# ---- pong_paddle_ctrl_flat ----
### Metal layers overlaid, pong_paddle_ctrl_flat

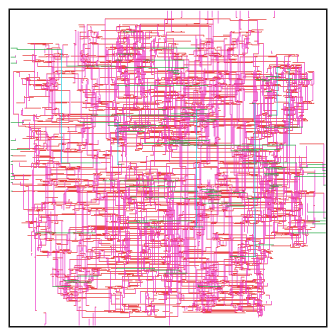
### Clock distribution, pong_paddle_ctrl_flat

Scale bar: 50 um.
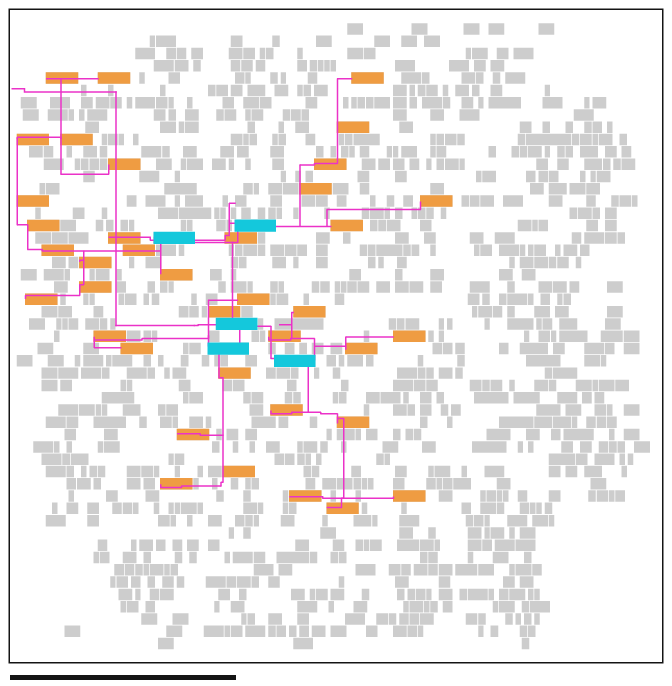
[config.mk]
export PLATFORM = sky130hd
export DESIGN_NAME = pong_paddle_ctrl_flat
export DESIGN_NICKNAME = d
export VERILOG_FILES = /design/src/rtl/pong_paddle_ctrl_if.sv /design/src/rtl/pong_paddle_ctrl.sv /design/src/flat_wrapper.sv
export SDC_FILE = /design/constraint.sdc
export NUM_CORES = 1
export LEC_CHECK = 0
export CORE_UTILIZATION = 35
export CTS_CLUSTER_DIAMETER = 40
export DETAILED_ROUTE_END_ITERATION = 8
export GPL_ROUTABILITY_DRIVEN = 0
export PLACE_DENSITY_LB_ADDON = 0.05
export SYNTH_ARGS = -nofsm -noshare
export SYNTH_HDL_FRONTEND = slang
export SYNTH_SLANG_ARGS = --single-unit
[constraint.sdc]
create_clock -name clk -period 10.7 [get_ports clk]
set_input_delay 2.14 -clock clk [delete_from_list [all_inputs] [get_ports clk]]
set_output_delay 2.14 -clock clk [all_outputs]
set_load 0.02 [all_outputs]
[src/rtl/pong_paddle_ctrl_if.sv]
// Bundle of per-frame control inputs and paddle position outputs
// shared between the Pong frame logic and the paddle controller.
interface pong_paddle_ctrl_if #(
  parameter int NUM_PADDLES = 2,
  parameter int YW          = 10
);
  logic                      frame_tick;
  logic [2*NUM_PADDLES-1:0]  btn;
  logic [NUM_PADDLES-1:0]    auto_en;
  logic [YW-1:0]             ball_y;
  logic                      freeze;
  logic [NUM_PADDLES*YW-1:0] y_pos;
  logic [NUM_PADDLES-1:0]    moving;

  modport master (
    output frame_tick, btn, auto_en, ball_y, freeze,
    input  y_pos, moving
  );

  modport slave (
    input  frame_tick, btn, auto_en, ball_y, freeze,
    output y_pos, moving
  );
endinterface

[src/rtl/pong_paddle_ctrl.sv]
// Per-frame vertical position controller for NUM_PADDLES Pong paddles:
// button drive with hold-to-accelerate, or ball tracking, clamped to the field.
module pong_paddle_ctrl #(
  parameter int NUM_PADDLES = 2,
  parameter int YW          = 10,
  parameter int PADDLE_H    = 64,
  parameter int TOP         = 0,
  parameter int BOTTOM      = 480,
  parameter int INIT_Y      = 208,
  parameter int DY_MIN      = 2,
  parameter int DY_MAX      = 8,
  parameter int ACCEL_TICKS = 4
) (
  input logic                 clk,
  input logic                 rst,
  pong_paddle_ctrl_if.slave   bus
);

  localparam int SW = YW + 2;
  localparam int VW = $clog2(DY_MAX + 1);
  localparam int HW = (ACCEL_TICKS > 1) ? $clog2(ACCEL_TICKS) : 1;

  localparam logic signed [SW-1:0] TOP_S  = SW'(TOP);
  localparam logic signed [SW-1:0] MAX_S  = SW'(BOTTOM - PADDLE_H);
  localparam logic signed [SW-1:0] MIN_S  = SW'(DY_MIN);
  localparam logic signed [SW-1:0] HALF_S = SW'(PADDLE_H / 2);

  typedef enum logic [1:0] {
    DIR_IDLE = 2'd0,
    DIR_UP   = 2'd1,
    DIR_DOWN = 2'd2
  } dir_e;

  logic [YW-1:0] y_q      [NUM_PADDLES];
  logic [YW-1:0] y_d      [NUM_PADDLES];
  dir_e          dir_q    [NUM_PADDLES];
  dir_e          dir_d    [NUM_PADDLES];
  logic [VW-1:0] vel_q    [NUM_PADDLES];
  logic [VW-1:0] vel_d    [NUM_PADDLES];
  logic [HW-1:0] hold_q   [NUM_PADDLES];
  logic [HW-1:0] hold_d   [NUM_PADDLES];
  logic          moving_q [NUM_PADDLES];
  logic          moving_d [NUM_PADDLES];

  function automatic logic signed [SW-1:0] clamp_y(input logic signed [SW-1:0] v);
    if (v < TOP_S)      return TOP_S;
    else if (v > MAX_S) return MAX_S;
    else                return v;
  endfunction

  // State register
  always_ff @(posedge clk) begin
    for (int i = 0; i < NUM_PADDLES; i++) begin
      if (rst) begin
        y_q[i]      <= YW'(INIT_Y);
        dir_q[i]    <= DIR_IDLE;
        vel_q[i]    <= VW'(DY_MIN);
        hold_q[i]   <= '0;
        moving_q[i] <= 1'b0;
      end else begin
        y_q[i]      <= y_d[i];
        dir_q[i]    <= dir_d[i];
        vel_q[i]    <= vel_d[i];
        hold_q[i]   <= hold_d[i];
        moving_q[i] <= moving_d[i];
      end
    end
  end

  // Next-state: freeze beats frame_tick; each paddle updated independently
  always_comb begin
    logic signed [SW-1:0] y_ext;
    logic signed [SW-1:0] tgt;
    logic signed [SW-1:0] diff;
    logic signed [SW-1:0] step;
    logic signed [SW-1:0] raw;
    logic signed [SW-1:0] nxt;
    dir_e                 req;
    for (int i = 0; i < NUM_PADDLES; i++) begin
      y_d[i]      = y_q[i];
      dir_d[i]    = dir_q[i];
      vel_d[i]    = vel_q[i];
      hold_d[i]   = hold_q[i];
      moving_d[i] = moving_q[i];
      y_ext = $signed({2'b00, y_q[i]});
      tgt   = '0;
      diff  = '0;
      step  = '0;
      raw   = '0;
      nxt   = '0;
      req   = DIR_IDLE;

      if (bus.freeze) begin
        dir_d[i]    = DIR_IDLE;
        vel_d[i]    = VW'(DY_MIN);
        hold_d[i]   = '0;
        moving_d[i] = 1'b0;
      end else if (bus.frame_tick) begin
        if (bus.auto_en[i]) begin
          tgt  = clamp_y($signed({2'b00, bus.ball_y}) - HALF_S);
          diff = tgt - y_ext;
          if (diff <= MIN_S && diff >= -MIN_S) nxt = tgt;
          else if (diff > 0)                   nxt = y_ext + MIN_S;
          else                                 nxt = y_ext - MIN_S;
          y_d[i]    = nxt[YW-1:0];
          dir_d[i]  = DIR_IDLE;
          vel_d[i]  = VW'(DY_MIN);
          hold_d[i] = '0;
        end else begin
          case (bus.btn[2*i +: 2])
            2'b01:   req = DIR_DOWN;
            2'b10:   req = DIR_UP;
            default: req = DIR_IDLE;
          endcase
          if (req == DIR_IDLE) begin
            dir_d[i]  = DIR_IDLE;
            vel_d[i]  = VW'(DY_MIN);
            hold_d[i] = '0;
          end else begin
            step = (req == dir_q[i]) ? $signed({{(SW-VW){1'b0}}, vel_q[i]}) : MIN_S;
            raw  = (req == DIR_DOWN) ? y_ext + step : y_ext - step;
            nxt  = clamp_y(raw);
            y_d[i]   = nxt[YW-1:0];
            dir_d[i] = req;
            // Hitting a wall drops the paddle back to base speed
            if (nxt != raw) begin
              vel_d[i]  = VW'(DY_MIN);
              hold_d[i] = '0;
            end else if (req == dir_q[i]) begin
              if (hold_q[i] == HW'(ACCEL_TICKS - 1)) begin
                hold_d[i] = '0;
                if (vel_q[i] < VW'(DY_MAX)) vel_d[i] = vel_q[i] + VW'(1);
              end else begin
                hold_d[i] = hold_q[i] + HW'(1);
              end
            end else begin
              vel_d[i]  = VW'(DY_MIN);
              hold_d[i] = HW'(1);
            end
          end
        end
        moving_d[i] = (y_d[i] != y_q[i]);
      end
    end
  end

  // Outputs come straight from the flops
  always_comb begin
    bus.y_pos  = '0;
    bus.moving = '0;
    for (int i = 0; i < NUM_PADDLES; i++) begin
      bus.y_pos[YW*i +: YW] = y_q[i];
      bus.moving[i]         = moving_q[i];
    end
  end

endmodule

[src/flat_wrapper.sv]
// flat-port wrapper written by rule: the top's interface ports become plain ports
module pong_paddle_ctrl_flat 
#(
  parameter int NUM_PADDLES = 2,
  parameter int YW          = 10,
  parameter int PADDLE_H    = 64,
  parameter int TOP         = 0,
  parameter int BOTTOM      = 480,
  parameter int INIT_Y      = 208,
  parameter int DY_MIN      = 2,
  parameter int DY_MAX      = 8,
  parameter int ACCEL_TICKS = 4
)
  (clk, rst, bus_frame_tick, bus_btn, bus_auto_en, bus_ball_y, bus_freeze, bus_y_pos, bus_moving);
  pong_paddle_ctrl_if #(.NUM_PADDLES(NUM_PADDLES), .YW(YW)) bus_i ();
  input logic clk;
  input logic rst;
  input wire logic [$bits(bus_i.frame_tick)-1:0] bus_frame_tick;
  input wire logic [$bits(bus_i.btn)-1:0] bus_btn;
  input wire logic [$bits(bus_i.auto_en)-1:0] bus_auto_en;
  input wire logic [$bits(bus_i.ball_y)-1:0] bus_ball_y;
  input wire logic [$bits(bus_i.freeze)-1:0] bus_freeze;
  output wire logic [$bits(bus_i.y_pos)-1:0] bus_y_pos;
  output wire logic [$bits(bus_i.moving)-1:0] bus_moving;
  assign bus_i.frame_tick = bus_frame_tick;
  assign bus_i.btn = bus_btn;
  assign bus_i.auto_en = bus_auto_en;
  assign bus_i.ball_y = bus_ball_y;
  assign bus_i.freeze = bus_freeze;
  assign bus_y_pos = bus_i.y_pos;
  assign bus_moving = bus_i.moving;
  pong_paddle_ctrl #(.NUM_PADDLES(NUM_PADDLES), .YW(YW), .PADDLE_H(PADDLE_H), .TOP(TOP), .BOTTOM(BOTTOM), .INIT_Y(INIT_Y), .DY_MIN(DY_MIN), .DY_MAX(DY_MAX), .ACCEL_TICKS(ACCEL_TICKS)) u_core (.clk(clk), .rst(rst), .bus(bus_i));
endmodule
==> results.json <==
{
  "status": "finished, final reports clean",
  "finalInstanceArea_mm2": 0.007868,
  "detail_route.drc_violations": 0,
  "numCtsBuffers": 5,
  "die_h_um": 144.3,
  "wl_um": 24050,
  "synthAoiAreaFrac_pct": 36.75,
  "drt_first_pass_iters": 6,
  "ir_drop_mv": 0.06047,
  "rr_worst_depth": 25,
  "num_antenna_cells": 0,
  "ys_types": 105,
  "cts-root-buf": "clkbuf_16",
  "final_max_slew_viol_count": 0,
  "ctsResizeCount": 0,
  "critPathRequiredTime_ps": 10860,
  "grt_antenna_before_repair": 0,
  "cap_violations": 0,
  "timing.critical_path.buf_inv": 4,
  "leakage_nw": 3.020,
  "skew_ps": 4.122,
  "synth_cells": 986,
  "worstPathMaxFanout": 9,
  "ff_type": "dfxtp_1",
  "drive_above_1_share_pct": 7.623,
  "finalHoldViolCount": 0,
  "reg_top3": "u_core.y_q (20), u_core.vel_q (8)",
  "synth_area_mm2": 0.007084,
  "worst-path-stages": 32,
  "num_rows": 51,
  "synth.largest_area_cell": "dfxtp_1",
  "seqPwrFrac_pct": 20.4,
  "power_density_mw_per_mm2": 104.6,
  "power.total_mw": 0.8232,
  "yosys.area.top_type_share_pct": 10.74,
  "synth.avg_cell_area_um2": 7.185,
  "overflow": 0,
  "cpMostUsedCell": "a21oi_1",
  "final_cell_mix": "90 x nand2_1, 86 x nor2_1, 80 x a21oi_1, 63 x inv_1, 57 x ha_1",
  "grt_max_degree": 38,
  "avgRoutedWirePerCell_um": 19.06,
  "critPathLaunchType": "input pin",
  "synth-area-yosys_mm2": 0.007084,
  "rsz0062_at_grt": "no",
  "tightest_slew_ps": 877.7,
  "p_sw_share_pct": 45.23,
  "p_clk_share_pct": 21.4,
  "hold_depth": 2,
  "crit_family": "AND-OR/OR-AND gates",
  "place_area_mm2": 0.007697,
  "fmax_mhz": 102.9,
  "num_vias": 7412,
  "die_w_um": 144.3,
  "synthToLayoutAreaGrowth_pct": 11.06,
  "hold-worst-slack_ps": 478.5,
  "hold_start": "u_core.dir_q[1][1]",
  "relSlewSlack_pct": 40.72,
  "r2r_setup_slack_ps": 4270
}
About 'Metal layers overlaid' of pong_paddle_ctrl_flat:
legend:
  red:
    layer: metal 1
    wire_length: 12,000 um
  green:
    layer: metal 3
    wire_length: 1,060 um
  cyan:
    layer: metal 4
    wire_length: 251 um
  magenta:
    layer: metal 2
    wire_length: 10,700 um

About 'Clock distribution' of pong_paddle_ctrl_flat:
legend:
  orange:
    item: flip-flops
    count: 38
  cyan:
    item: clock drivers
    count: 5
  magenta:
    item: clock wires
    length: 680 um
routed clock nets: 6

-- cell usage after synthesis (12+ instances only) --
cell type / n
o31ai_1: 12
ha_1: 57
nor2_1: 86
a21oi_1: 80
clkbuf_1: 37
o211ai_1: 20
mux2i_1: 12
or3_1: 17
nor2b_1: 13
nand3_1: 31
xor2_1: 14
a21o_1: 18
nand2_1: 90
dfxtp_1: 38
nor3_1: 24
o22ai_1: 12
xnor2_1: 38
inv_1: 63
o21ai_0: 46
a211oi_1: 17
-- area by class of cell --
type                       instances  area [um^2]
tap                              265        331.6
multi-input combinational        831         5849
inverter                          66        247.7
fill                            2151        11790
sequential                        38        760.7
clock buffer                       5        125.1
timing repair buffer              54        508.0
clock inverter                     3        45.04
-- routing by layer --
| layer | up-vias | routed length [um] | global-route usage [%] |
|---|---|---|---|
| li1 | 3708 | - | - |
| met1 | 3497 | 12050 | 34.65 |
| met2 | 194 | 10690 | 37.99 |
| met3 | 13 | 1064 | 1.755 |
| met4 | 0 | 250 | 3.657 |
| met5 | - | 0 | 0 |
-- final timing paths --
kind / to
min reg2reg: u_core.dir_q[1][1]
max reg2reg: u_core.moving_q[1]
max: u_core.moving_q[1]
min: u_core.dir_q[1][1]

# ---- id_hazard_stage_flat ----
### src/rtl/id_pkg.sv
// Decode-stage package: opcode/funct encodings, halt marker, control bundle,
// halt-drain state encoding and the main decoder.
package id_pkg;

  localparam logic [31:0] HALT_INSTR = 32'hFFFF_FFFF;

  localparam logic [5:0] OP_RTYPE = 6'h00;
  localparam logic [5:0] OP_J     = 6'h02;
  localparam logic [5:0] OP_JAL   = 6'h03;
  localparam logic [5:0] OP_BEQ   = 6'h04;
  localparam logic [5:0] OP_BNE   = 6'h05;
  localparam logic [5:0] OP_ADDI  = 6'h08;
  localparam logic [5:0] OP_ADDIU = 6'h09;
  localparam logic [5:0] OP_ANDI  = 6'h0C;
  localparam logic [5:0] OP_ORI   = 6'h0D;
  localparam logic [5:0] OP_XORI  = 6'h0E;
  localparam logic [5:0] OP_LW    = 6'h23;
  localparam logic [5:0] OP_SW    = 6'h2B;

  localparam logic [5:0] F_SLL  = 6'h00;
  localparam logic [5:0] F_SRL  = 6'h02;
  localparam logic [5:0] F_SRA  = 6'h03;
  localparam logic [5:0] F_SLLV = 6'h04;
  localparam logic [5:0] F_SRLV = 6'h06;
  localparam logic [5:0] F_SRAV = 6'h07;
  localparam logic [5:0] F_JR   = 6'h08;
  localparam logic [5:0] F_ADD  = 6'h20;
  localparam logic [5:0] F_ADDU = 6'h21;
  localparam logic [5:0] F_SUB  = 6'h22;
  localparam logic [5:0] F_SUBU = 6'h23;
  localparam logic [5:0] F_AND  = 6'h24;
  localparam logic [5:0] F_OR   = 6'h25;
  localparam logic [5:0] F_XOR  = 6'h26;
  localparam logic [5:0] F_NOR  = 6'h27;
  localparam logic [5:0] F_SLT  = 6'h2A;
  localparam logic [5:0] F_SLTU = 6'h2B;

  typedef struct packed {
    logic       reg_write;
    logic       mem_to_reg;
    logic       mem_write;
    logic       branch;
    logic       jump;
    logic       reg_dst;
    logic [5:0] alu_op;
    logic [5:0] alu_funct;
  } ctrl_t;

  typedef enum logic [1:0] {
    ST_RUN,
    ST_DRAIN,
    ST_HALTED
  } halt_state_e;

  // Opcode/funct to control bundle; unknown encodings leave every flag low.
  function automatic ctrl_t decode(input logic [5:0] op, input logic [5:0] fn);
    ctrl_t c;
    c           = '0;
    c.alu_op    = op;
    c.alu_funct = fn;
    case (op)
      OP_RTYPE: begin
        case (fn)
          F_JR: c.jump = 1'b1;
          F_SLL, F_SRL, F_SRA, F_SLLV, F_SRLV, F_SRAV,
          F_ADD, F_ADDU, F_SUB, F_SUBU, F_AND, F_OR, F_XOR, F_NOR,
          F_SLT, F_SLTU: begin
            c.reg_write = 1'b1;
            c.reg_dst   = 1'b1;
          end
          default: ;
        endcase
      end
      OP_LW: begin
        c.reg_write  = 1'b1;
        c.mem_to_reg = 1'b1;
      end
      OP_SW:                                      c.mem_write = 1'b1;
      OP_ADDI, OP_ADDIU, OP_ANDI, OP_ORI, OP_XORI: c.reg_write = 1'b1;
      OP_BEQ, OP_BNE:                             c.branch    = 1'b1;
      OP_J:                                       c.jump      = 1'b1;
      OP_JAL: begin
        c.jump      = 1'b1;
        c.reg_write = 1'b1;
      end
      default: ;
    endcase
    return c;
  endfunction

endpackage

### src/rtl/id_hazard_stage_if.sv
// Fetch/write-back/EX inputs and decode outputs of the ID stage.
interface id_hazard_stage_if #(
  parameter int unsigned DW = 32,
  parameter int unsigned AW = 5
);
  logic [31:0]   instr_in;
  logic [31:0]   pc_plus4_in;
  logic          flush_in;
  logic          wb_we;
  logic [AW-1:0] wb_addr;
  logic [DW-1:0] wb_data;
  logic          ex_memtoreg;
  logic [AW-1:0] ex_rt_addr;

  logic          stall_out;
  logic          valid_out;
  logic [31:0]   pc_plus4_out;
  logic [DW-1:0] rs_data;
  logic [DW-1:0] rt_data;
  logic [AW-1:0] rs_addr;
  logic [AW-1:0] rt_addr;
  logic [AW-1:0] rd_addr;
  logic [4:0]    shamt;
  logic [31:0]   imm_sext;
  logic [31:0]   imm_zext;
  logic [25:0]   jaddr;
  logic          reg_write;
  logic          mem_to_reg;
  logic          mem_write;
  logic          branch;
  logic          jump;
  logic          reg_dst;
  logic [5:0]    alu_op;
  logic [5:0]    alu_funct;
  logic          halt_out;

  modport master (
    output instr_in, pc_plus4_in, flush_in, wb_we, wb_addr, wb_data,
           ex_memtoreg, ex_rt_addr,
    input  stall_out, valid_out, pc_plus4_out, rs_data, rt_data, rs_addr,
           rt_addr, rd_addr, shamt, imm_sext, imm_zext, jaddr, reg_write,
           mem_to_reg, mem_write, branch, jump, reg_dst, alu_op, alu_funct,
           halt_out
  );

  modport slave (
    input  instr_in, pc_plus4_in, flush_in, wb_we, wb_addr, wb_data,
           ex_memtoreg, ex_rt_addr,
    output stall_out, valid_out, pc_plus4_out, rs_data, rt_data, rs_addr,
           rt_addr, rd_addr, shamt, imm_sext, imm_zext, jaddr, reg_write,
           mem_to_reg, mem_write, branch, jump, reg_dst, alu_op, alu_funct,
           halt_out
  );
endinterface

### src/rtl/id_regfile.sv
// Two-read/one-write register file, $0 hardwired to zero.
// Optional write-first forwarding when ID_WB_BYPASS_EN is defined.
module id_regfile #(
  parameter  int unsigned DW      = 32,
  parameter  int unsigned REG_CNT = 32,
  localparam int unsigned AW      = $clog2(REG_CNT)
) (
  input  logic          clk_i,
  input  logic          rst_i,
  input  logic          we_i,
  input  logic [AW-1:0] waddr_i,
  input  logic [DW-1:0] wdata_i,
  input  logic [AW-1:0] raddr_a_i,
  input  logic [AW-1:0] raddr_b_i,
  output logic [DW-1:0] rdata_a_o,
  output logic [DW-1:0] rdata_b_o
);

  logic [DW-1:0] regs_q [REG_CNT];

  // Storage: clear on reset, writes to $0 dropped.
  always_ff @(posedge clk_i) begin
    if (rst_i) begin
      for (int i = 0; i < int'(REG_CNT); i++) regs_q[i] <= '0;
    end else if (we_i && (waddr_i != '0)) begin
      regs_q[waddr_i] <= wdata_i;
    end
  end

  // Zero-latency read ports.
  always_comb begin
    rdata_a_o = (raddr_a_i == '0) ? '0 : regs_q[raddr_a_i];
    rdata_b_o = (raddr_b_i == '0) ? '0 : regs_q[raddr_b_i];
`ifdef ID_WB_BYPASS_EN
    if (we_i && (waddr_i == raddr_a_i) && (raddr_a_i != '0)) rdata_a_o = wdata_i;
    if (we_i && (waddr_i == raddr_b_i) && (raddr_b_i != '0)) rdata_b_o = wdata_i;
`endif
  end

endmodule

### src/rtl/id_hazard_stage.sv
// ID stage: IF/ID register, decode, register file, load-use stall and
// halt drain. Build option: ID_WB_BYPASS_EN (write-back forwarding).
module id_hazard_stage
  import id_pkg::*;
#(
  parameter  int unsigned DW      = 32,
  parameter  int unsigned REG_CNT = 32,
  parameter  int unsigned DRAIN   = 4,
  localparam int unsigned AW      = $clog2(REG_CNT),
  localparam int unsigned CW      = (DRAIN > 1) ? $clog2(DRAIN + 1) : 1
) (
  input logic               CLK,
  input logic               RST,
  id_hazard_stage_if.slave  bus
);

  halt_state_e   state_q, state_d;
  logic [CW-1:0] cnt_q, cnt_d;
  logic [31:0]   instr_q, instr_d;
  logic [31:0]   pc_q, pc_d;
  logic          valid_q, valid_d;

  logic [AW-1:0] rs_addr_c, rt_addr_c;
  logic          load_use_c, stall_c;
  ctrl_t         ctrl_c;

  assign rs_addr_c  = AW'(instr_q[25:21]);
  assign rt_addr_c  = AW'(instr_q[20:16]);
  assign load_use_c = bus.ex_memtoreg && (bus.ex_rt_addr != '0) &&
                      ((bus.ex_rt_addr == rs_addr_c) || (bus.ex_rt_addr == rt_addr_c));
  // A held halt keeps the front end frozen from decode until reset.
  assign stall_c    = (state_q != ST_RUN) || (valid_q && load_use_c);
  assign ctrl_c     = (valid_q && !stall_c) ? decode(instr_q[31:26], instr_q[5:0]) : '0;

  // State and IF/ID register.
  always_ff @(posedge CLK) begin
    if (RST) begin
      state_q <= ST_RUN;
      cnt_q   <= '0;
      instr_q <= '0;
      pc_q    <= '0;
      valid_q <= 1'b0;
    end else begin
      state_q <= state_d;
      cnt_q   <= cnt_d;
      instr_q <= instr_d;
      pc_q    <= pc_d;
      valid_q <= valid_d;
    end
  end

  // Next state: halt hold > flush > stall > load; halt arms the drain counter.
  always_comb begin
    state_d = state_q;
    cnt_d   = cnt_q;
    instr_d = instr_q;
    pc_d    = pc_q;
    valid_d = valid_q;
    case (state_q)
      ST_RUN: begin
        if (bus.flush_in) begin
          instr_d = '0;
          valid_d = 1'b0;
        end else if (!stall_c) begin
          instr_d = bus.instr_in;
          pc_d    = bus.pc_plus4_in;
          valid_d = 1'b1;
          if (bus.instr_in == HALT_INSTR) begin
            cnt_d   = CW'(DRAIN);
            state_d = (DRAIN == 0) ? ST_HALTED : ST_DRAIN;
          end
        end
      end
      ST_DRAIN: begin
        cnt_d = cnt_q - CW'(1);
        if (cnt_q == CW'(1)) state_d = ST_HALTED;
      end
      ST_HALTED: ;
      default:   state_d = ST_RUN;
    endcase
  end

  id_regfile #(
    .DW      (DW),
    .REG_CNT (REG_CNT)
  ) u_regfile (
    .clk_i     (CLK),
    .rst_i     (RST),
    .we_i      (bus.wb_we),
    .waddr_i   (bus.wb_addr),
    .wdata_i   (bus.wb_data),
    .raddr_a_i (rs_addr_c),
    .raddr_b_i (rt_addr_c),
    .rdata_a_o (bus.rs_data),
    .rdata_b_o (bus.rt_data)
  );

  assign bus.stall_out    = stall_c;
  assign bus.valid_out    = valid_q;
  assign bus.pc_plus4_out = pc_q;
  assign bus.rs_addr      = rs_addr_c;
  assign bus.rt_addr      = rt_addr_c;
  assign bus.rd_addr      = AW'(instr_q[15:11]);
  assign bus.shamt        = instr_q[10:6];
  assign bus.imm_sext     = {{16{instr_q[15]}}, instr_q[15:0]};
  assign bus.imm_zext     = {16'h0000, instr_q[15:0]};
  assign bus.jaddr        = instr_q[25:0];
  assign bus.reg_write    = ctrl_c.reg_write;
  assign bus.mem_to_reg   = ctrl_c.mem_to_reg;
  assign bus.mem_write    = ctrl_c.mem_write;
  assign bus.branch       = ctrl_c.branch;
  assign bus.jump         = ctrl_c.jump;
  assign bus.reg_dst      = ctrl_c.reg_dst;
  assign bus.alu_op       = ctrl_c.alu_op;
  assign bus.alu_funct    = ctrl_c.alu_funct;
  assign bus.halt_out     = (state_q == ST_HALTED);

endmodule
### src/flat_wrapper.sv
// flat-port wrapper written by rule: the top's interface ports become plain ports
module id_hazard_stage_flat import id_pkg::*;
#(
  parameter  int unsigned DW      = 32,
  parameter  int unsigned REG_CNT = 32,
  parameter  int unsigned DRAIN   = 4,
  localparam int unsigned AW      = $clog2(REG_CNT),
  localparam int unsigned CW      = (DRAIN > 1) ? $clog2(DRAIN + 1) : 1
)
  (CLK, RST, bus_instr_in, bus_pc_plus4_in, bus_flush_in, bus_wb_we, bus_wb_addr, bus_wb_data, bus_ex_memtoreg, bus_ex_rt_addr, bus_stall_out, bus_valid_out, bus_pc_plus4_out, bus_rs_data, bus_rt_data, bus_rs_addr, bus_rt_addr, bus_rd_addr, bus_shamt, bus_imm_sext, bus_imm_zext, bus_jaddr, bus_reg_write, bus_mem_to_reg, bus_mem_write, bus_branch, bus_jump, bus_reg_dst, bus_alu_op, bus_alu_funct, bus_halt_out);
  id_hazard_stage_if #(.DW(DW)) bus_i ();
  input logic CLK;
  input logic RST;
  input wire logic [$bits(bus_i.instr_in)-1:0] bus_instr_in;
  input wire logic [$bits(bus_i.pc_plus4_in)-1:0] bus_pc_plus4_in;
  input wire logic [$bits(bus_i.flush_in)-1:0] bus_flush_in;
  input wire logic [$bits(bus_i.wb_we)-1:0] bus_wb_we;
  input wire logic [$bits(bus_i.wb_addr)-1:0] bus_wb_addr;
  input wire logic [$bits(bus_i.wb_data)-1:0] bus_wb_data;
  input wire logic [$bits(bus_i.ex_memtoreg)-1:0] bus_ex_memtoreg;
  input wire logic [$bits(bus_i.ex_rt_addr)-1:0] bus_ex_rt_addr;
  output wire logic [$bits(bus_i.stall_out)-1:0] bus_stall_out;
  output wire logic [$bits(bus_i.valid_out)-1:0] bus_valid_out;
  output wire logic [$bits(bus_i.pc_plus4_out)-1:0] bus_pc_plus4_out;
  output wire logic [$bits(bus_i.rs_data)-1:0] bus_rs_data;
  output wire logic [$bits(bus_i.rt_data)-1:0] bus_rt_data;
  output wire logic [$bits(bus_i.rs_addr)-1:0] bus_rs_addr;
  output wire logic [$bits(bus_i.rt_addr)-1:0] bus_rt_addr;
  output wire logic [$bits(bus_i.rd_addr)-1:0] bus_rd_addr;
  output wire logic [$bits(bus_i.shamt)-1:0] bus_shamt;
  output wire logic [$bits(bus_i.imm_sext)-1:0] bus_imm_sext;
  output wire logic [$bits(bus_i.imm_zext)-1:0] bus_imm_zext;
  output wire logic [$bits(bus_i.jaddr)-1:0] bus_jaddr;
  output wire logic [$bits(bus_i.reg_write)-1:0] bus_reg_write;
  output wire logic [$bits(bus_i.mem_to_reg)-1:0] bus_mem_to_reg;
  output wire logic [$bits(bus_i.mem_write)-1:0] bus_mem_write;
  output wire logic [$bits(bus_i.branch)-1:0] bus_branch;
  output wire logic [$bits(bus_i.jump)-1:0] bus_jump;
  output wire logic [$bits(bus_i.reg_dst)-1:0] bus_reg_dst;
  output wire logic [$bits(bus_i.alu_op)-1:0] bus_alu_op;
  output wire logic [$bits(bus_i.alu_funct)-1:0] bus_alu_funct;
  output wire logic [$bits(bus_i.halt_out)-1:0] bus_halt_out;
  assign bus_i.instr_in = bus_instr_in;
  assign bus_i.pc_plus4_in = bus_pc_plus4_in;
  assign bus_i.flush_in = bus_flush_in;
  assign bus_i.wb_we = bus_wb_we;
  assign bus_i.wb_addr = bus_wb_addr;
  assign bus_i.wb_data = bus_wb_data;
  assign bus_i.ex_memtoreg = bus_ex_memtoreg;
  assign bus_i.ex_rt_addr = bus_ex_rt_addr;
  assign bus_stall_out = bus_i.stall_out;
  assign bus_valid_out = bus_i.valid_out;
  assign bus_pc_plus4_out = bus_i.pc_plus4_out;
  assign bus_rs_data = bus_i.rs_data;
  assign bus_rt_data = bus_i.rt_data;
  assign bus_rs_addr = bus_i.rs_addr;
  assign bus_rt_addr = bus_i.rt_addr;
  assign bus_rd_addr = bus_i.rd_addr;
  assign bus_shamt = bus_i.shamt;
  assign bus_imm_sext = bus_i.imm_sext;
  assign bus_imm_zext = bus_i.imm_zext;
  assign bus_jaddr = bus_i.jaddr;
  assign bus_reg_write = bus_i.reg_write;
  assign bus_mem_to_reg = bus_i.mem_to_reg;
  assign bus_mem_write = bus_i.mem_write;
  assign bus_branch = bus_i.branch;
  assign bus_jump = bus_i.jump;
  assign bus_reg_dst = bus_i.reg_dst;
  assign bus_alu_op = bus_i.alu_op;
  assign bus_alu_funct = bus_i.alu_funct;
  assign bus_halt_out = bus_i.halt_out;
  id_hazard_stage #(.DW(DW), .REG_CNT(REG_CNT), .DRAIN(DRAIN)) u_core (.CLK(CLK), .RST(RST), .bus(bus_i));
endmodule
### config.mk
export PLATFORM = sky130hd
export DESIGN_NAME = id_hazard_stage_flat
export DESIGN_NICKNAME = d
export VERILOG_FILES = /design/src/rtl/id_pkg.sv /design/src/rtl/id_hazard_stage_if.sv /design/src/rtl/id_regfile.sv /design/src/rtl/id_hazard_stage.sv /design/src/flat_wrapper.sv
export SDC_FILE = /design/constraint.sdc
export NUM_CORES = 2
export LEC_CHECK = 0
export CORE_MARGIN = 2
export CORE_UTILIZATION = 55
export DETAILED_ROUTE_END_ITERATION = 12
export PLACE_DENSITY = 0.72
export SYNTH_ARGS = -nofsm -noshare
export SYNTH_HDL_FRONTEND = slang
export SYNTH_SLANG_ARGS = --single-unit
### constraint.sdc
create_clock -name CLK -period 7.3 [get_ports CLK]
set_clock_uncertainty 0.15 [all_clocks]
set_input_delay 2.19 -clock CLK [delete_from_list [all_inputs] [get_ports CLK]]
set_output_delay 2.19 -clock CLK [all_outputs]
set_load 0.03 [all_outputs]
### Cell placement, id_hazard_stage_flat

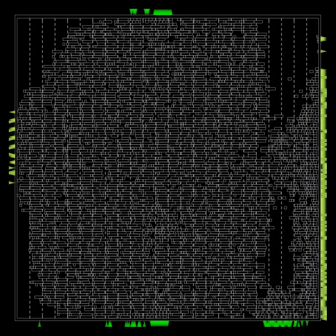
Flops: 1,104
Layout Cells excl Fill: 5,476

==> results.json <==
{
  "clkbuf_count": 160,
  "timing.critical_path.buf_inv": 2,
  "synthToLayoutAreaGrowth_pct": 12.60,
  "seqPwrFrac_pct": 49.2,
  "fmax_mhz": 143.7,
  "r2r_setup_slack_ps": 4130,
  "endpoint_kind": "output pin",
  "clk_share_pct": 5.225,
  "r2r_start": "u_core.instr_q[21]",
  "place_ws_ps": 311.0,
  "drive_above_1_share_pct": 20.31,
  "dp.cells": 5255,
  "num_rows": 121,
  "use_met2_pct": 50.25,
  "globalRouteMet3Util_pct": 8.824,
  "inverters": 134,
  "comb-power_mw": 2.05,
  "num-fill-cells": 7731,
  "status": "finished, final reports clean",
  "tritoncts": "done",
  "place_area_mm2": 0.06441,
  "pg_clk_mw": 5.66,
  "critPathRequiredTime_ps": 4960,
  "comb_area_share_pct": 37.17,
  "largest_cell_class": "registers",
  "wl_met1_um": 64600,
  "port_buffers": 321,
  "ctsResizeCount": 0,
  "hold_depth": 2,
  "tightest_slew_ps": 1286,
  "rsz0062_at_grt": "no",
  "overflow": 0,
  "cts-root-buf": "clkbuf_16",
  "fp_util_pct": 55.47,
  "synth_dominant_cell_count": "edfxtp_1",
  "setup_tns_ps": 0,
  "wl_um": 179900,
  "mi_logic_area_mm2": 0.02527,
  "die_area_mm2": 0.1124,
  "cts_hold_buf": 0,
  "nonClkBufAreaFrac_pct": 6.599,
  "coreArea_mm2": 0.1089
}
### Metal layers overlaid, id_hazard_stage_flat

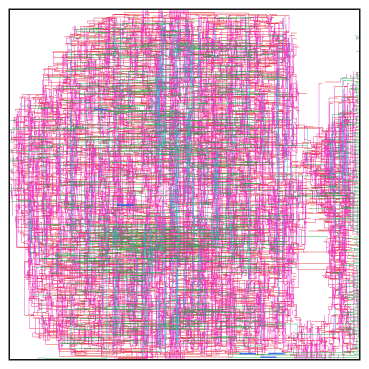
legend:
  cyan:
    layer: metal 4
    wire_length: 8,700 um
  green:
    layer: metal 3
    wire_length: 22.8 mm
  red:
    layer: metal 1
    wire_length: 64.6 mm
  magenta:
    layer: metal 2
    wire_length: 83.7 mm
  blue:
    layer: metal 5
    wire_length: 66.2 um
WL/cell: 32.85 um
Vias: 36,810

layout by cell type, fill, tap and decap left out, types with 9 or more instances in the layout:
master	Yosys	final
mux2i_1	33	33
buf_4	119	115
mux4_1	214	214
o21ai_4	0	33
edfxtp_1	1024	1024
nand4_1	9	9
nor2_1	49	17
xor2_1	10	10
dfxtp_1	80	72
nand2_1	69	68
nor4_1	34	34
diode_2	0	9
buf_12	34	30
nand2b_1	34	34
a311o_1	40	40
clkdlybuf4s50_1	0	302
nor2_4	0	31
clkbuf_16	0	119
nor3b_1	30	30
inv_1	119	119
clkinv_1	0	20
clkbuf_1	299	34
o22ai_1	64	64
and2_1	1002	1002
clkinv_2	0	20
nor3_1	12	12
conb_1	1	48
mux4_2	426	426
inv_2	15	14
cells by family (layout without fill, tap and decap cells):
logic type | count (synthesis) | count (layout) | share of synthesized area (%)
xor+xnor | 11 | 11 | 0.1596
compound gates | 163 | 163 | 1.915
mux | 673 | 673 | 25.75
fa+ha+maj | 2 | 2 | 0.04144
simple gates | 1259 | 1259 | 12.63
flops | 1104 | 1104 | 53.58
buf+inv | 639 | 793 | 5.921
other cells | 1 | 57 | 0.006211

# ---- key_led_sequencer ----
### Placement by cell class, key_led_sequencer

Fill, decap, tap and diode cells in grey.
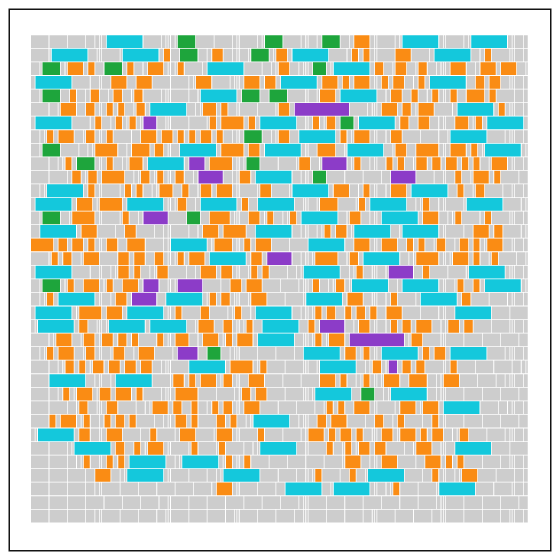
### Clock distribution, key_led_sequencer

Scale bar: 20 um.
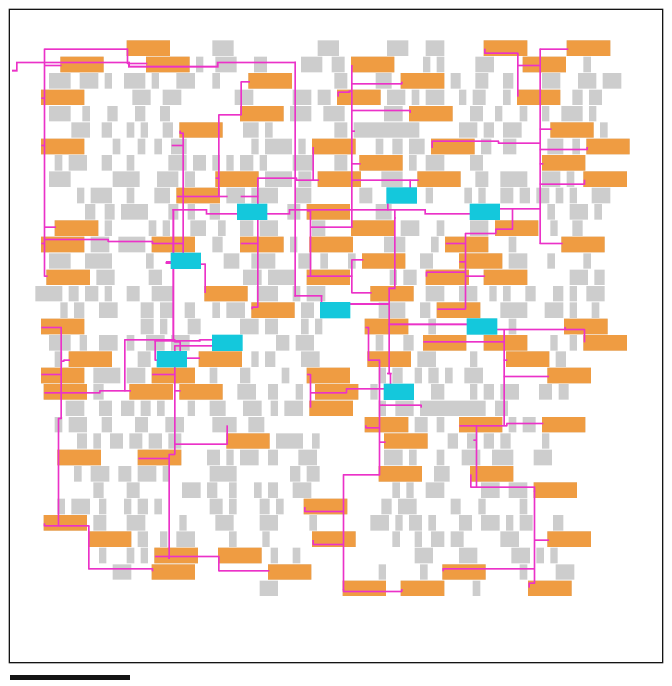
--- config.mk ---
export PLATFORM = sky130hd
export DESIGN_NAME = key_led_sequencer
export DESIGN_NICKNAME = d
export VERILOG_FILES = /design/src/rtl/key_led_sequencer.sv
export SDC_FILE = /design/constraint.sdc
export NUM_CORES = 1
export LEC_CHECK = 0
export CAP_MARGIN = 20
export CELL_PAD_IN_SITES_DETAIL_PLACEMENT = 1
export CELL_PAD_IN_SITES_GLOBAL_PLACEMENT = 1
export CORE_MARGIN = 4
export CORE_UTILIZATION = 40
export DETAILED_ROUTE_END_ITERATION = 16
export PLACE_DENSITY_LB_ADDON = 0.2
export SLEW_MARGIN = 5
export SYNTH_ARGS = -nofsm -noshare
export SYNTH_HDL_FRONTEND = slang
export SYNTH_SLANG_ARGS = --single-unit
export TNS_END_PERCENT = 5
--- constraint.sdc ---
create_clock -name clk -period 2.65 [get_ports clk]
set_input_delay 0.6625 -clock clk [delete_from_list [all_inputs] [get_ports clk]]
set_output_delay 0.6625 -clock clk [all_outputs]
set_load 0.01 [all_outputs]
--- src/rtl/key_led_sequencer.sv ---
// Two debounced push-buttons select one of four LED patterns and pause/resume the stepping.
// A key press takes effect DB_CYCLES+3 cycles after the pin falls; there is no backpressure and all outputs are registered.

module key_led_debounce #(
    parameter int DB_CYCLES = 1000000
) (
    input  logic clk,
    input  logic rst,
    input  logic i_key,
    output logic o_press
);
    localparam int DBW = (DB_CYCLES > 1) ? $clog2(DB_CYCLES) : 1;
    localparam logic [DBW-1:0] DB_MAX = DBW'(DB_CYCLES - 1);

    logic           r_sync1;
    logic           r_sync2;
    logic           r_db;
    logic           r_db_prev;
    logic [DBW-1:0] r_db_cnt;

    always_ff @(posedge clk) begin
        if (!rst) begin
            r_sync1   <= 1'b1;
            r_sync2   <= 1'b1;
            r_db      <= 1'b1;
            r_db_prev <= 1'b1;
            r_db_cnt  <= '0;
        end else begin
            r_sync1   <= i_key;
            r_sync2   <= r_sync1;
            r_db_prev <= r_db;
            // Any sample that agrees with the accepted level restarts the stability window.
            if (r_sync2 == r_db) begin
                r_db_cnt <= '0;
            end else if (r_db_cnt == DB_MAX) begin
                r_db     <= r_sync2;
                r_db_cnt <= '0;
            end else begin
                r_db_cnt <= r_db_cnt + 1'b1;
            end
        end
    end

    // Falling edge of the accepted level only; release is silent.
    assign o_press = r_db_prev & ~r_db;
endmodule

module key_led_sequencer #(
    parameter int DB_CYCLES   = 1000000,
    parameter int STEP_CYCLES = 25000000
) (
    input  logic       clk,
    input  logic       rst,
    input  logic       key_mode,
    input  logic       key_pause,
    output logic [7:0] led,
    output logic [1:0] mode,
    output logic       paused,
    output logic       step_tick
);
    typedef enum logic [1:0] {
        MODE_OFF    = 2'd0,
        MODE_ALL_ON = 2'd1,
        MODE_RUN    = 2'd2,
        MODE_BLINK  = 2'd3
    } mode_t;

    localparam int SW = (STEP_CYCLES > 1) ? $clog2(STEP_CYCLES) : 1;
    localparam logic [SW-1:0] STEP_MAX = SW'(STEP_CYCLES - 1);

    logic          w_mode_press;
    logic          w_pause_press;
    logic          w_stepping;
    logic          w_terminal;
    logic [2:0]    w_run_pos_nxt;
    mode_t         w_mode_nxt;

    mode_t         r_mode;
    logic          r_paused;
    logic          r_tick;
    logic          r_blink_on;
    logic [2:0]    r_run_pos;
    logic [7:0]    r_led;
    logic [SW-1:0] r_step_cnt;

    key_led_debounce #(.DB_CYCLES(DB_CYCLES)) u_db_mode (
        .clk     (clk),
        .rst     (rst),
        .i_key   (key_mode),
        .o_press (w_mode_press)
    );

    key_led_debounce #(.DB_CYCLES(DB_CYCLES)) u_db_pause (
        .clk     (clk),
        .rst     (rst),
        .i_key   (key_pause),
        .o_press (w_pause_press)
    );

    assign w_stepping    = ((r_mode == MODE_RUN) || (r_mode == MODE_BLINK)) && !r_paused;
    assign w_terminal    = (r_step_cnt == STEP_MAX);
    assign w_run_pos_nxt = r_run_pos + 3'd1;
    assign w_mode_nxt    = mode_t'(r_mode + 2'd1);

    function automatic logic [7:0] f_init_led(input mode_t m);
        case (m)
            MODE_ALL_ON: f_init_led = 8'h00;
            MODE_RUN:    f_init_led = 8'hFE;
            default:     f_init_led = 8'hFF;
        endcase
    endfunction

    always_ff @(posedge clk) begin
        if (!rst) begin
            r_mode     <= MODE_OFF;
            r_paused   <= 1'b0;
            r_tick     <= 1'b0;
            r_blink_on <= 1'b0;
            r_run_pos  <= 3'd0;
            r_led      <= 8'hFF;
            r_step_cnt <= '0;
        end else begin
            r_tick <= 1'b0;
            if (w_pause_press) begin
                r_paused <= ~r_paused;
            end
            // A mode change wins over a coincident terminal count and suppresses its tick.
            if (w_mode_press) begin
                r_mode     <= w_mode_nxt;
                r_step_cnt <= '0;
                r_run_pos  <= 3'd0;
                r_blink_on <= 1'b0;
                r_led      <= f_init_led(w_mode_nxt);
            end else if (w_stepping) begin
                if (w_terminal) begin
                    r_step_cnt <= '0;
                    r_tick     <= 1'b1;
                    if (r_mode == MODE_RUN) begin
                        r_run_pos <= w_run_pos_nxt;
                        r_led     <= ~(8'h01 << w_run_pos_nxt);
                    end else begin
                        r_blink_on <= ~r_blink_on;
                        r_led      <= r_blink_on ? 8'hFF : 8'h00;
                    end
                end else begin
                    r_step_cnt <= r_step_cnt + 1'b1;
                end
            end
        end
    end

    assign led       = r_led;
    assign mode      = r_mode;
    assign paused    = r_paused;
    assign step_tick = r_tick;
endmodule

==> results.json <==
{
  "seqPwrFrac_pct": 55.3,
  "synth.largest_area_cell": "dfxtp_1",
  "status": "finished, final reports clean",
  "timing.critical_path.buf_inv": 1,
  "critPathRequiredTime_ps": 2890,
  "port_buffers": 15,
  "lay_top_count": "dfxtp_1",
  "synthAoiAreaFrac_pct": 4.225,
  "detail_route.drc_violations": 0,
  "yosys.area.top_type_share_pct": 44.24,
  "met2_length_um": 4270,
  "tritoncts": "done",
  "slowest_stage": "nor4_1",
  "ys_top_cells_by_count": "89 x dfxtp_1, 78 x nor2_1, 41 x xnor2_1",
  "fp_nets": 475,
  "fin_crit_ps": 2176,
  "hold-worst-slack_ps": 414.1,
  "wl_met1_um": 3933,
  "synth-area-yosys_mm2": 0.004028,
  "finalInstanceArea_mm2": 0.004542,
  "async_flop_share_pct": 0,
  "drtAntennaViolNets": 0,
  "cap_violations": 0,
  "final.period_utilization_pct": 82.12,
  "top_power_group": "registers",
  "max_stage_delay_ps": 430,
  "relSlewSlack_pct": 55.77,
  "final_max_slew_viol_count": 0,
  "gp_congestion": 0.7607,
  "tightest_slew_ps": 663.5,
  "finalHoldViolCount": 0,
  "synthSimpleGateAreaFrac_pct": 28.46,
  "p_sw_share_pct": 21.97,
  "yosysSeqAreaShare_pct": 44.24,
  "wl_met3_um": 156,
  "cp.arrival_ps": 2420,
  "final_core_util_pct": 46.47,
  "mux_share_pct": 1.025,
  "die_w_um": 108.3,
  "overflow": 0,
  "synth_area_mm2": 0.004028,
  "warning_count": 32
}
Notes on 'Placement by cell class' of key_led_sequencer above:
legend:
  cyan:
    class: sequential cells
    cells: 89
  orange:
    class: combinational and other logic
    cells: 358
  purple:
    class: clock drivers and dummy loads
    cells: 16
  green:
    class: remaining buffers and delay cells
    cells: 22

Notes on 'Clock distribution' of key_led_sequencer above:
legend:
  magenta:
    item: clock wires
    length: 1,130 um
  cyan:
    item: clock drivers
    count: 9
  orange:
    item: flip-flops
    count: 89
flops lie: widely spread
routed clock nets: 10
Clock power frac: 43.4%
clock-net power: 1.05 mW
Late-Pin Clk Latency: 360 ps
Worst Clk Skew: 10.88 ps

[state kept, by name, summed over array words and instances (netlist names)]
signal	count
paused	1
u_db_mode.r_sync2	1
u_db_mode.r_db_prev	1
u_db_pause.r_db	1
u_db_pause.r_sync2	1
u_db_mode.r_db_cnt	20
r_run_pos	3
r_step_cnt	25
u_db_pause.r_sync1	1
u_db_mode.r_db	1
u_db_pause.r_db_cnt	20
led	8
u_db_pause.r_db_prev	1
step_tick	1
r_blink_on	1
u_db_mode.r_sync1	1
mode	2
[layout make-up]
cell class	instances	area, um^2
Clock buffer	9	123.9
Inverter	20	75.07
Timing Repair Buffer	22	202.7
Sequential cell	89	1782
Multi-Input combinational cell	338	2091
Fill cell	1200	5233
Tap cell	133	166.4
Clock inverter	7	101.3
[final timing paths]
check / slack (ps) / from / end / cells after the start
setup / recovery: 470 / mode[0] / r_step_cnt[19] / 7
hold / removal: 410 / u_db_mode.r_sync1 / u_db_mode.r_sync2 / 1
setup reg to reg: 470 / mode[0] / r_step_cnt[19] / 7
hold reg to reg: 410 / u_db_mode.r_sync1 / u_db_mode.r_sync2 / 1

# ---- lsu_port_arbiter ----
### Metal layers overlaid, lsu_port_arbiter

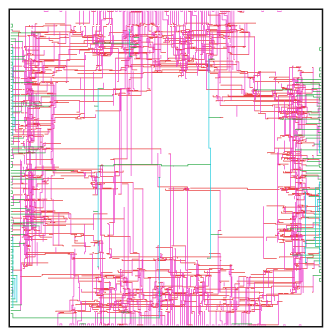
### Placement by cell class, lsu_port_arbiter

Fill, decap, tap and diode cells in grey.
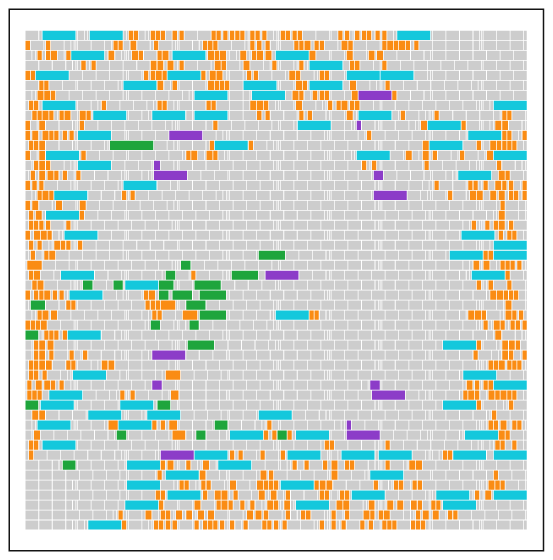
==> src/rtl/lsu_arb_pkg.sv <==
// Shared types and defaults for the LSU port arbiter and its round-robin helper.
package lsu_arb_pkg;

    localparam int DEF_ADDR_W   = 12;
    localparam int DEF_DATA_W   = 64;
    localparam int DEF_READ_LAT = 2;
    localparam int MAX_REQ      = 4;
    localparam int TRK_ID_W     = 2;   // wide enough for MAX_REQ requesters

    // Width of an index into n items, never less than one bit.
    function automatic int clog2(input int n);
        int w;
        w = 1;
        while ((1 << w) < n) w = w + 1;
        return w;
    endfunction

    typedef struct packed {
        logic                vld;
        logic [TRK_ID_W-1:0] id;
    } rd_track_t;

endpackage

==> src/rtl/rr_arbiter.sv <==
// Combinational round-robin arbiter: first requester at or after ptr (wrapping) wins.
module rr_arbiter
    import lsu_arb_pkg::*;
#(
    parameter  int N   = 2,
    localparam int IDW = clog2(N)
) (
    input  logic [N-1:0]   req,
    input  logic [IDW-1:0] ptr,
    output logic [N-1:0]   gnt,
    output logic [IDW-1:0] gnt_id
);

    logic w_found;

    // NOTE: every output of a combinational block gets a default first, so no path can infer a latch.
    always_comb begin
        gnt     = '0;
        gnt_id  = '0;
        w_found = 1'b0;
        for (int k = 0; k < N; k++) begin
            for (int j = 0; j < N; j++) begin
                if (!w_found && req[j] && (((int'(ptr) + k) % N) == j)) begin
                    w_found = 1'b1;
                    gnt[j]  = 1'b1;
                    gnt_id  = IDW'(j);
                end
            end
        end
    end

endmodule

==> src/rtl/lsu_port_arbiter.sv <==
// Shares one LSU RAM port between NUM_REQ requesters: round-robin grant, registered
// issue, and a fixed-latency tag pipeline that steers port_q back to the reader.
module lsu_port_arbiter
    import lsu_arb_pkg::*;
#(
    parameter int NUM_REQ  = 2,
    parameter int ADDR_W   = DEF_ADDR_W,
    parameter int DATA_W   = DEF_DATA_W,
    parameter int READ_LAT = DEF_READ_LAT
) (
    input  logic                      clk,
    input  logic                      resetn,
    input  logic                      flush,
    input  logic [NUM_REQ-1:0]        req_valid,
    output logic [NUM_REQ-1:0]        req_ready,
    input  logic [NUM_REQ-1:0]        req_we,
    input  logic [NUM_REQ*ADDR_W-1:0] req_addr,
    input  logic [NUM_REQ*DATA_W-1:0] req_d,
    output logic [NUM_REQ-1:0]        rsp_valid,
    output logic [DATA_W-1:0]         rsp_q,
    output logic [ADDR_W-1:0]         port_addr,
    output logic                      port_ce,
    output logic                      port_we,
    output logic [DATA_W-1:0]         port_d,
    input  logic [DATA_W-1:0]         port_q,
    output logic                      idle
);

    localparam int ID_W = clog2(NUM_REQ);

    logic [NUM_REQ-1:0] w_gnt;
    logic [ID_W-1:0]    w_gnt_id;
    logic [ID_W-1:0]    w_ptr_nxt;
    logic               w_xfer;
    logic               w_any_vld;
    rd_track_t          w_tail;

    logic [ID_W-1:0]    r_ptr;
    logic [ID_W-1:0]    r_issue_id;
    logic               r_port_ce;
    logic               r_port_we;
    logic [ADDR_W-1:0]  r_port_addr;
    logic [DATA_W-1:0]  r_port_d;
    rd_track_t          r_pipe [READ_LAT];

    rr_arbiter #(.N(NUM_REQ)) u_rr (
        .req    (req_valid),
        .ptr    (r_ptr),
        .gnt    (w_gnt),
        .gnt_id (w_gnt_id)
    );

    // Flush wins over any request: nothing is granted in the flush cycle.
    assign req_ready = flush ? '0 : w_gnt;
    assign w_xfer    = |req_ready;
    assign w_ptr_nxt = (int'(w_gnt_id) == NUM_REQ - 1) ? '0 : w_gnt_id + 1'b1;

    // NOTE: sequential state is written only with non-blocking assignments so every flop samples pre-edge values.
    always_ff @(posedge clk or negedge resetn) begin
        if (!resetn) begin
            r_ptr <= '0;
        end else if (flush) begin
            r_ptr <= '0;
        end else if (w_xfer) begin
            r_ptr <= w_ptr_nxt;
        end
    end

    always_ff @(posedge clk or negedge resetn) begin
        if (!resetn) begin
            r_port_ce   <= 1'b0;
            r_port_we   <= 1'b0;
            r_port_addr <= '0;
            r_port_d    <= '0;
            r_issue_id  <= '0;
        end else begin
            r_port_ce <= w_xfer;
            r_port_we <= w_xfer & req_we[w_gnt_id];
            if (w_xfer) begin
                r_port_addr <= req_addr[w_gnt_id*ADDR_W +: ADDR_W];
                r_port_d    <= req_d[w_gnt_id*DATA_W +: DATA_W];
                r_issue_id  <= w_gnt_id;
            end
        end
    end

    // NOTE: the tag pipeline is reset entry by entry; stale vld bits would fabricate responses after reset.
    always_ff @(posedge clk or negedge resetn) begin
        if (!resetn) begin
            for (int i = 0; i < READ_LAT; i++) r_pipe[i] <= '0;
        end else begin
            r_pipe[0] <= '{vld: r_port_ce & ~r_port_we & ~flush, id: TRK_ID_W'(r_issue_id)};
            for (int i = 1; i < READ_LAT; i++) begin
                r_pipe[i] <= '{vld: r_pipe[i-1].vld & ~flush, id: r_pipe[i-1].id};
            end
        end
    end

    assign w_tail = r_pipe[READ_LAT-1];

    always_comb begin
        rsp_valid = '0;
        w_any_vld = 1'b0;
        for (int i = 0; i < NUM_REQ; i++) begin
            if (w_tail.vld && (w_tail.id == TRK_ID_W'(i))) rsp_valid[i] = 1'b1;
        end
        for (int i = 0; i < READ_LAT; i++) begin
            w_any_vld = w_any_vld | r_pipe[i].vld;
        end
    end

    assign rsp_q     = port_q;
    assign port_ce   = r_port_ce;
    assign port_we   = r_port_we;
    assign port_addr = r_port_addr;
    assign port_d    = r_port_d;
    assign idle      = ~r_port_ce & ~w_any_vld & ~(|req_valid);

endmodule
==> config.mk <==
export PLATFORM = sky130hd
export DESIGN_NAME = lsu_port_arbiter
export DESIGN_NICKNAME = d
export VERILOG_FILES = /design/src/rtl/lsu_arb_pkg.sv /design/src/rtl/rr_arbiter.sv /design/src/rtl/lsu_port_arbiter.sv
export SDC_FILE = /design/constraint.sdc
export NUM_CORES = 1
export LEC_CHECK = 0
export ABC_AREA = 1
export ABC_CLOCK_PERIOD_IN_PS = 1300
export CORE_AREA = 4 4 141 143
export DETAILED_ROUTE_END_ITERATION = 16
export DIE_AREA = 0 0 145 147
export DONT_BUFFER_PORTS = 1
export PLACE_DENSITY = 0.53
export SYNTH_ARGS = -nofsm -noshare
export SYNTH_HDL_FRONTEND = slang
export SYNTH_SLANG_ARGS = --single-unit
==> constraint.sdc <==
create_clock -name clk -period 1.3 [get_ports clk]
set_input_delay 0.195 -clock clk [delete_from_list [all_inputs] [get_ports clk]]
set_output_delay 0.195 -clock clk [all_outputs]
set_load 0.03 [all_outputs]
==> results.json <==
{
  "status": "complete, but fails checks",
  "violations": "negative hold slack, negative setup slack",
  "drtAntennaViolNets": 0,
  "drt_first_pass_iters": 4,
  "hold-worst-slack_ps": -451.5,
  "hold_path_class": "input pin to async pin",
  "fp_util_pct": 27.50,
  "dp.cells": 892,
  "wl_met1_um": 6060,
  "timing.critical_path.buf_inv": 3,
  "finalHoldViolCount": 84,
  "final.period_utilization_pct": 108.0,
  "fmax_mhz": 712.1,
  "cap_violations": 0,
  "slowest_stage": "dfrtp_1",
  "clk_path_buf_depth": 2,
  "ys_sh_xor_pct": 0,
  "clkTransAtPathRegs_ps": 60,
  "ys.warnings.count": 0,
  "setup_viol": 16,
  "setup_ws_ps": -104.4,
  "die_area_mm2": 0.02132,
  "die_w_um": 145,
  "lay_top_count": "nand2_1"
}
Notes on 'Metal layers overlaid' of lsu_port_arbiter above:
legend:
  magenta:
    layer: metal 2
    wire_length: 7,200 um
  red:
    layer: metal 1
    wire_length: 6,060 um
  green:
    layer: metal 3
    wire_length: 968 um
  cyan:
    layer: metal 4
    wire_length: 462 um

Notes on 'Placement by cell class' of lsu_port_arbiter above:
legend:
  green:
    class: remaining buffers and delay cells
    cells: 26
  orange:
    class: combinational and other logic
    cells: 559
  purple:
    class: clock drivers and dummy loads
    cells: 15
  cyan:
    class: sequential cells
    cells: 84
Seq area share: 39.48%
core area: 0.01858 mm^2

==> cells in the mapped netlist, drive strengths merged <==
master  instances  area [um^2]
nand2         236        890.9
inv           159        596.8
nand3         153        765.7
buf            96        660.6
dfrtp          84         2102
clkbuf          9        33.78
nor2            6        32.53
a21oi           2        10.01
nor3            1        5.000
nor3b           1        7.510
o21ai           1        5.000
==> cell type report <==
type / count / area share [%]
Inverter: 159 / 11.21
Multi-Input combinational cell: 400 / 32.71
Sequential cell: 84 / 39.48
Clock buffer: 11 / 4.371
Timing Repair Buffer: 26 / 6.204
Clock inverter: 4 / 0.5170
Tap cell: 234 / 5.499
==> path summary, 6_finish.rpt <==
path / start / to / slack (ps) / cells past startpoint
min in group clk: flush / r_ptr / 20 / 3
min reg2reg: r_pipe[3] / r_pipe[0] / 360 / 0
max: r_ptr / req_ready[1] / -100 / 6
max in group asynchronous: resetn / port_d[20] / 1630 / 0
min: resetn / port_d[25] / -450 / 0
max reg2reg: r_ptr / port_d[13] / -20 / 8
==> power by group <==
part / leakage (nW) / internal (mW) / switching, mW
Sequential: 1.02 / 2.96 / 0.974
Combinational: 2.03 / 0.413 / 0.593
Clock: 0.118 / 1.28 / 1.09


==> screenshots <==
Ports around the boundary.
Pins as bars across the die edge, other pins in grey.
(a)
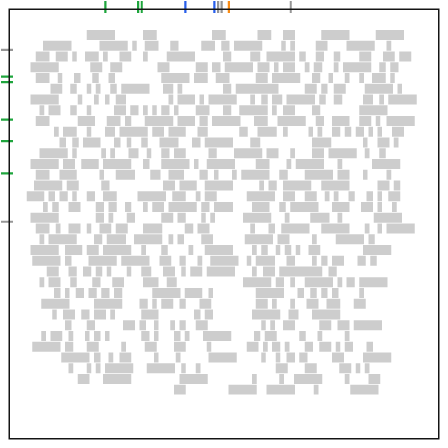
(b)
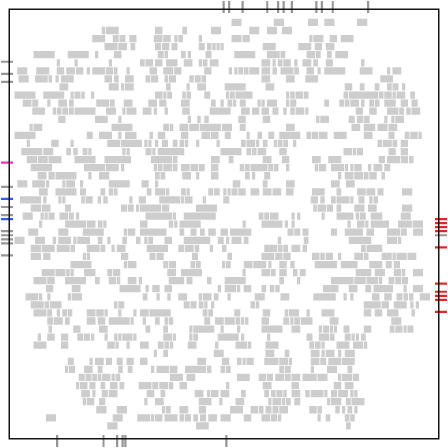
(c)
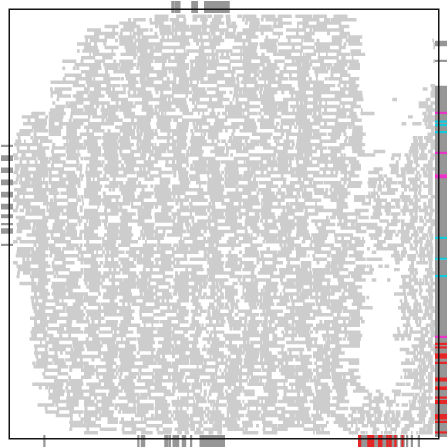
(d)
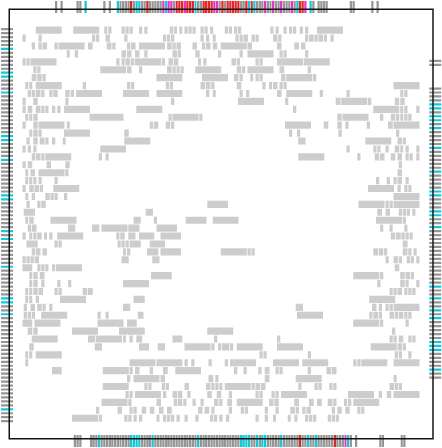
| from | picture |
|---|---|
| id_hazard_stage_flat | (c) |
| pong_paddle_ctrl_flat | (b) |
| lsu_port_arbiter | (d) |
| key_led_sequencer | (a) |
Of these, fewest pins: (a)

Key to (c):
legend:
  red:
    port: bus_pc_plus4_out
    pins: 32
    direction: output
    edge: 18 right, 14 bottom
  cyan:
    port: bus_alu_op
    pins: 6
    direction: output
    edge: right
  magenta:
    port: bus_rd_addr
    pins: 5
    direction: output
    edge: right

Power is estimated from default activity; no workload was simulated.
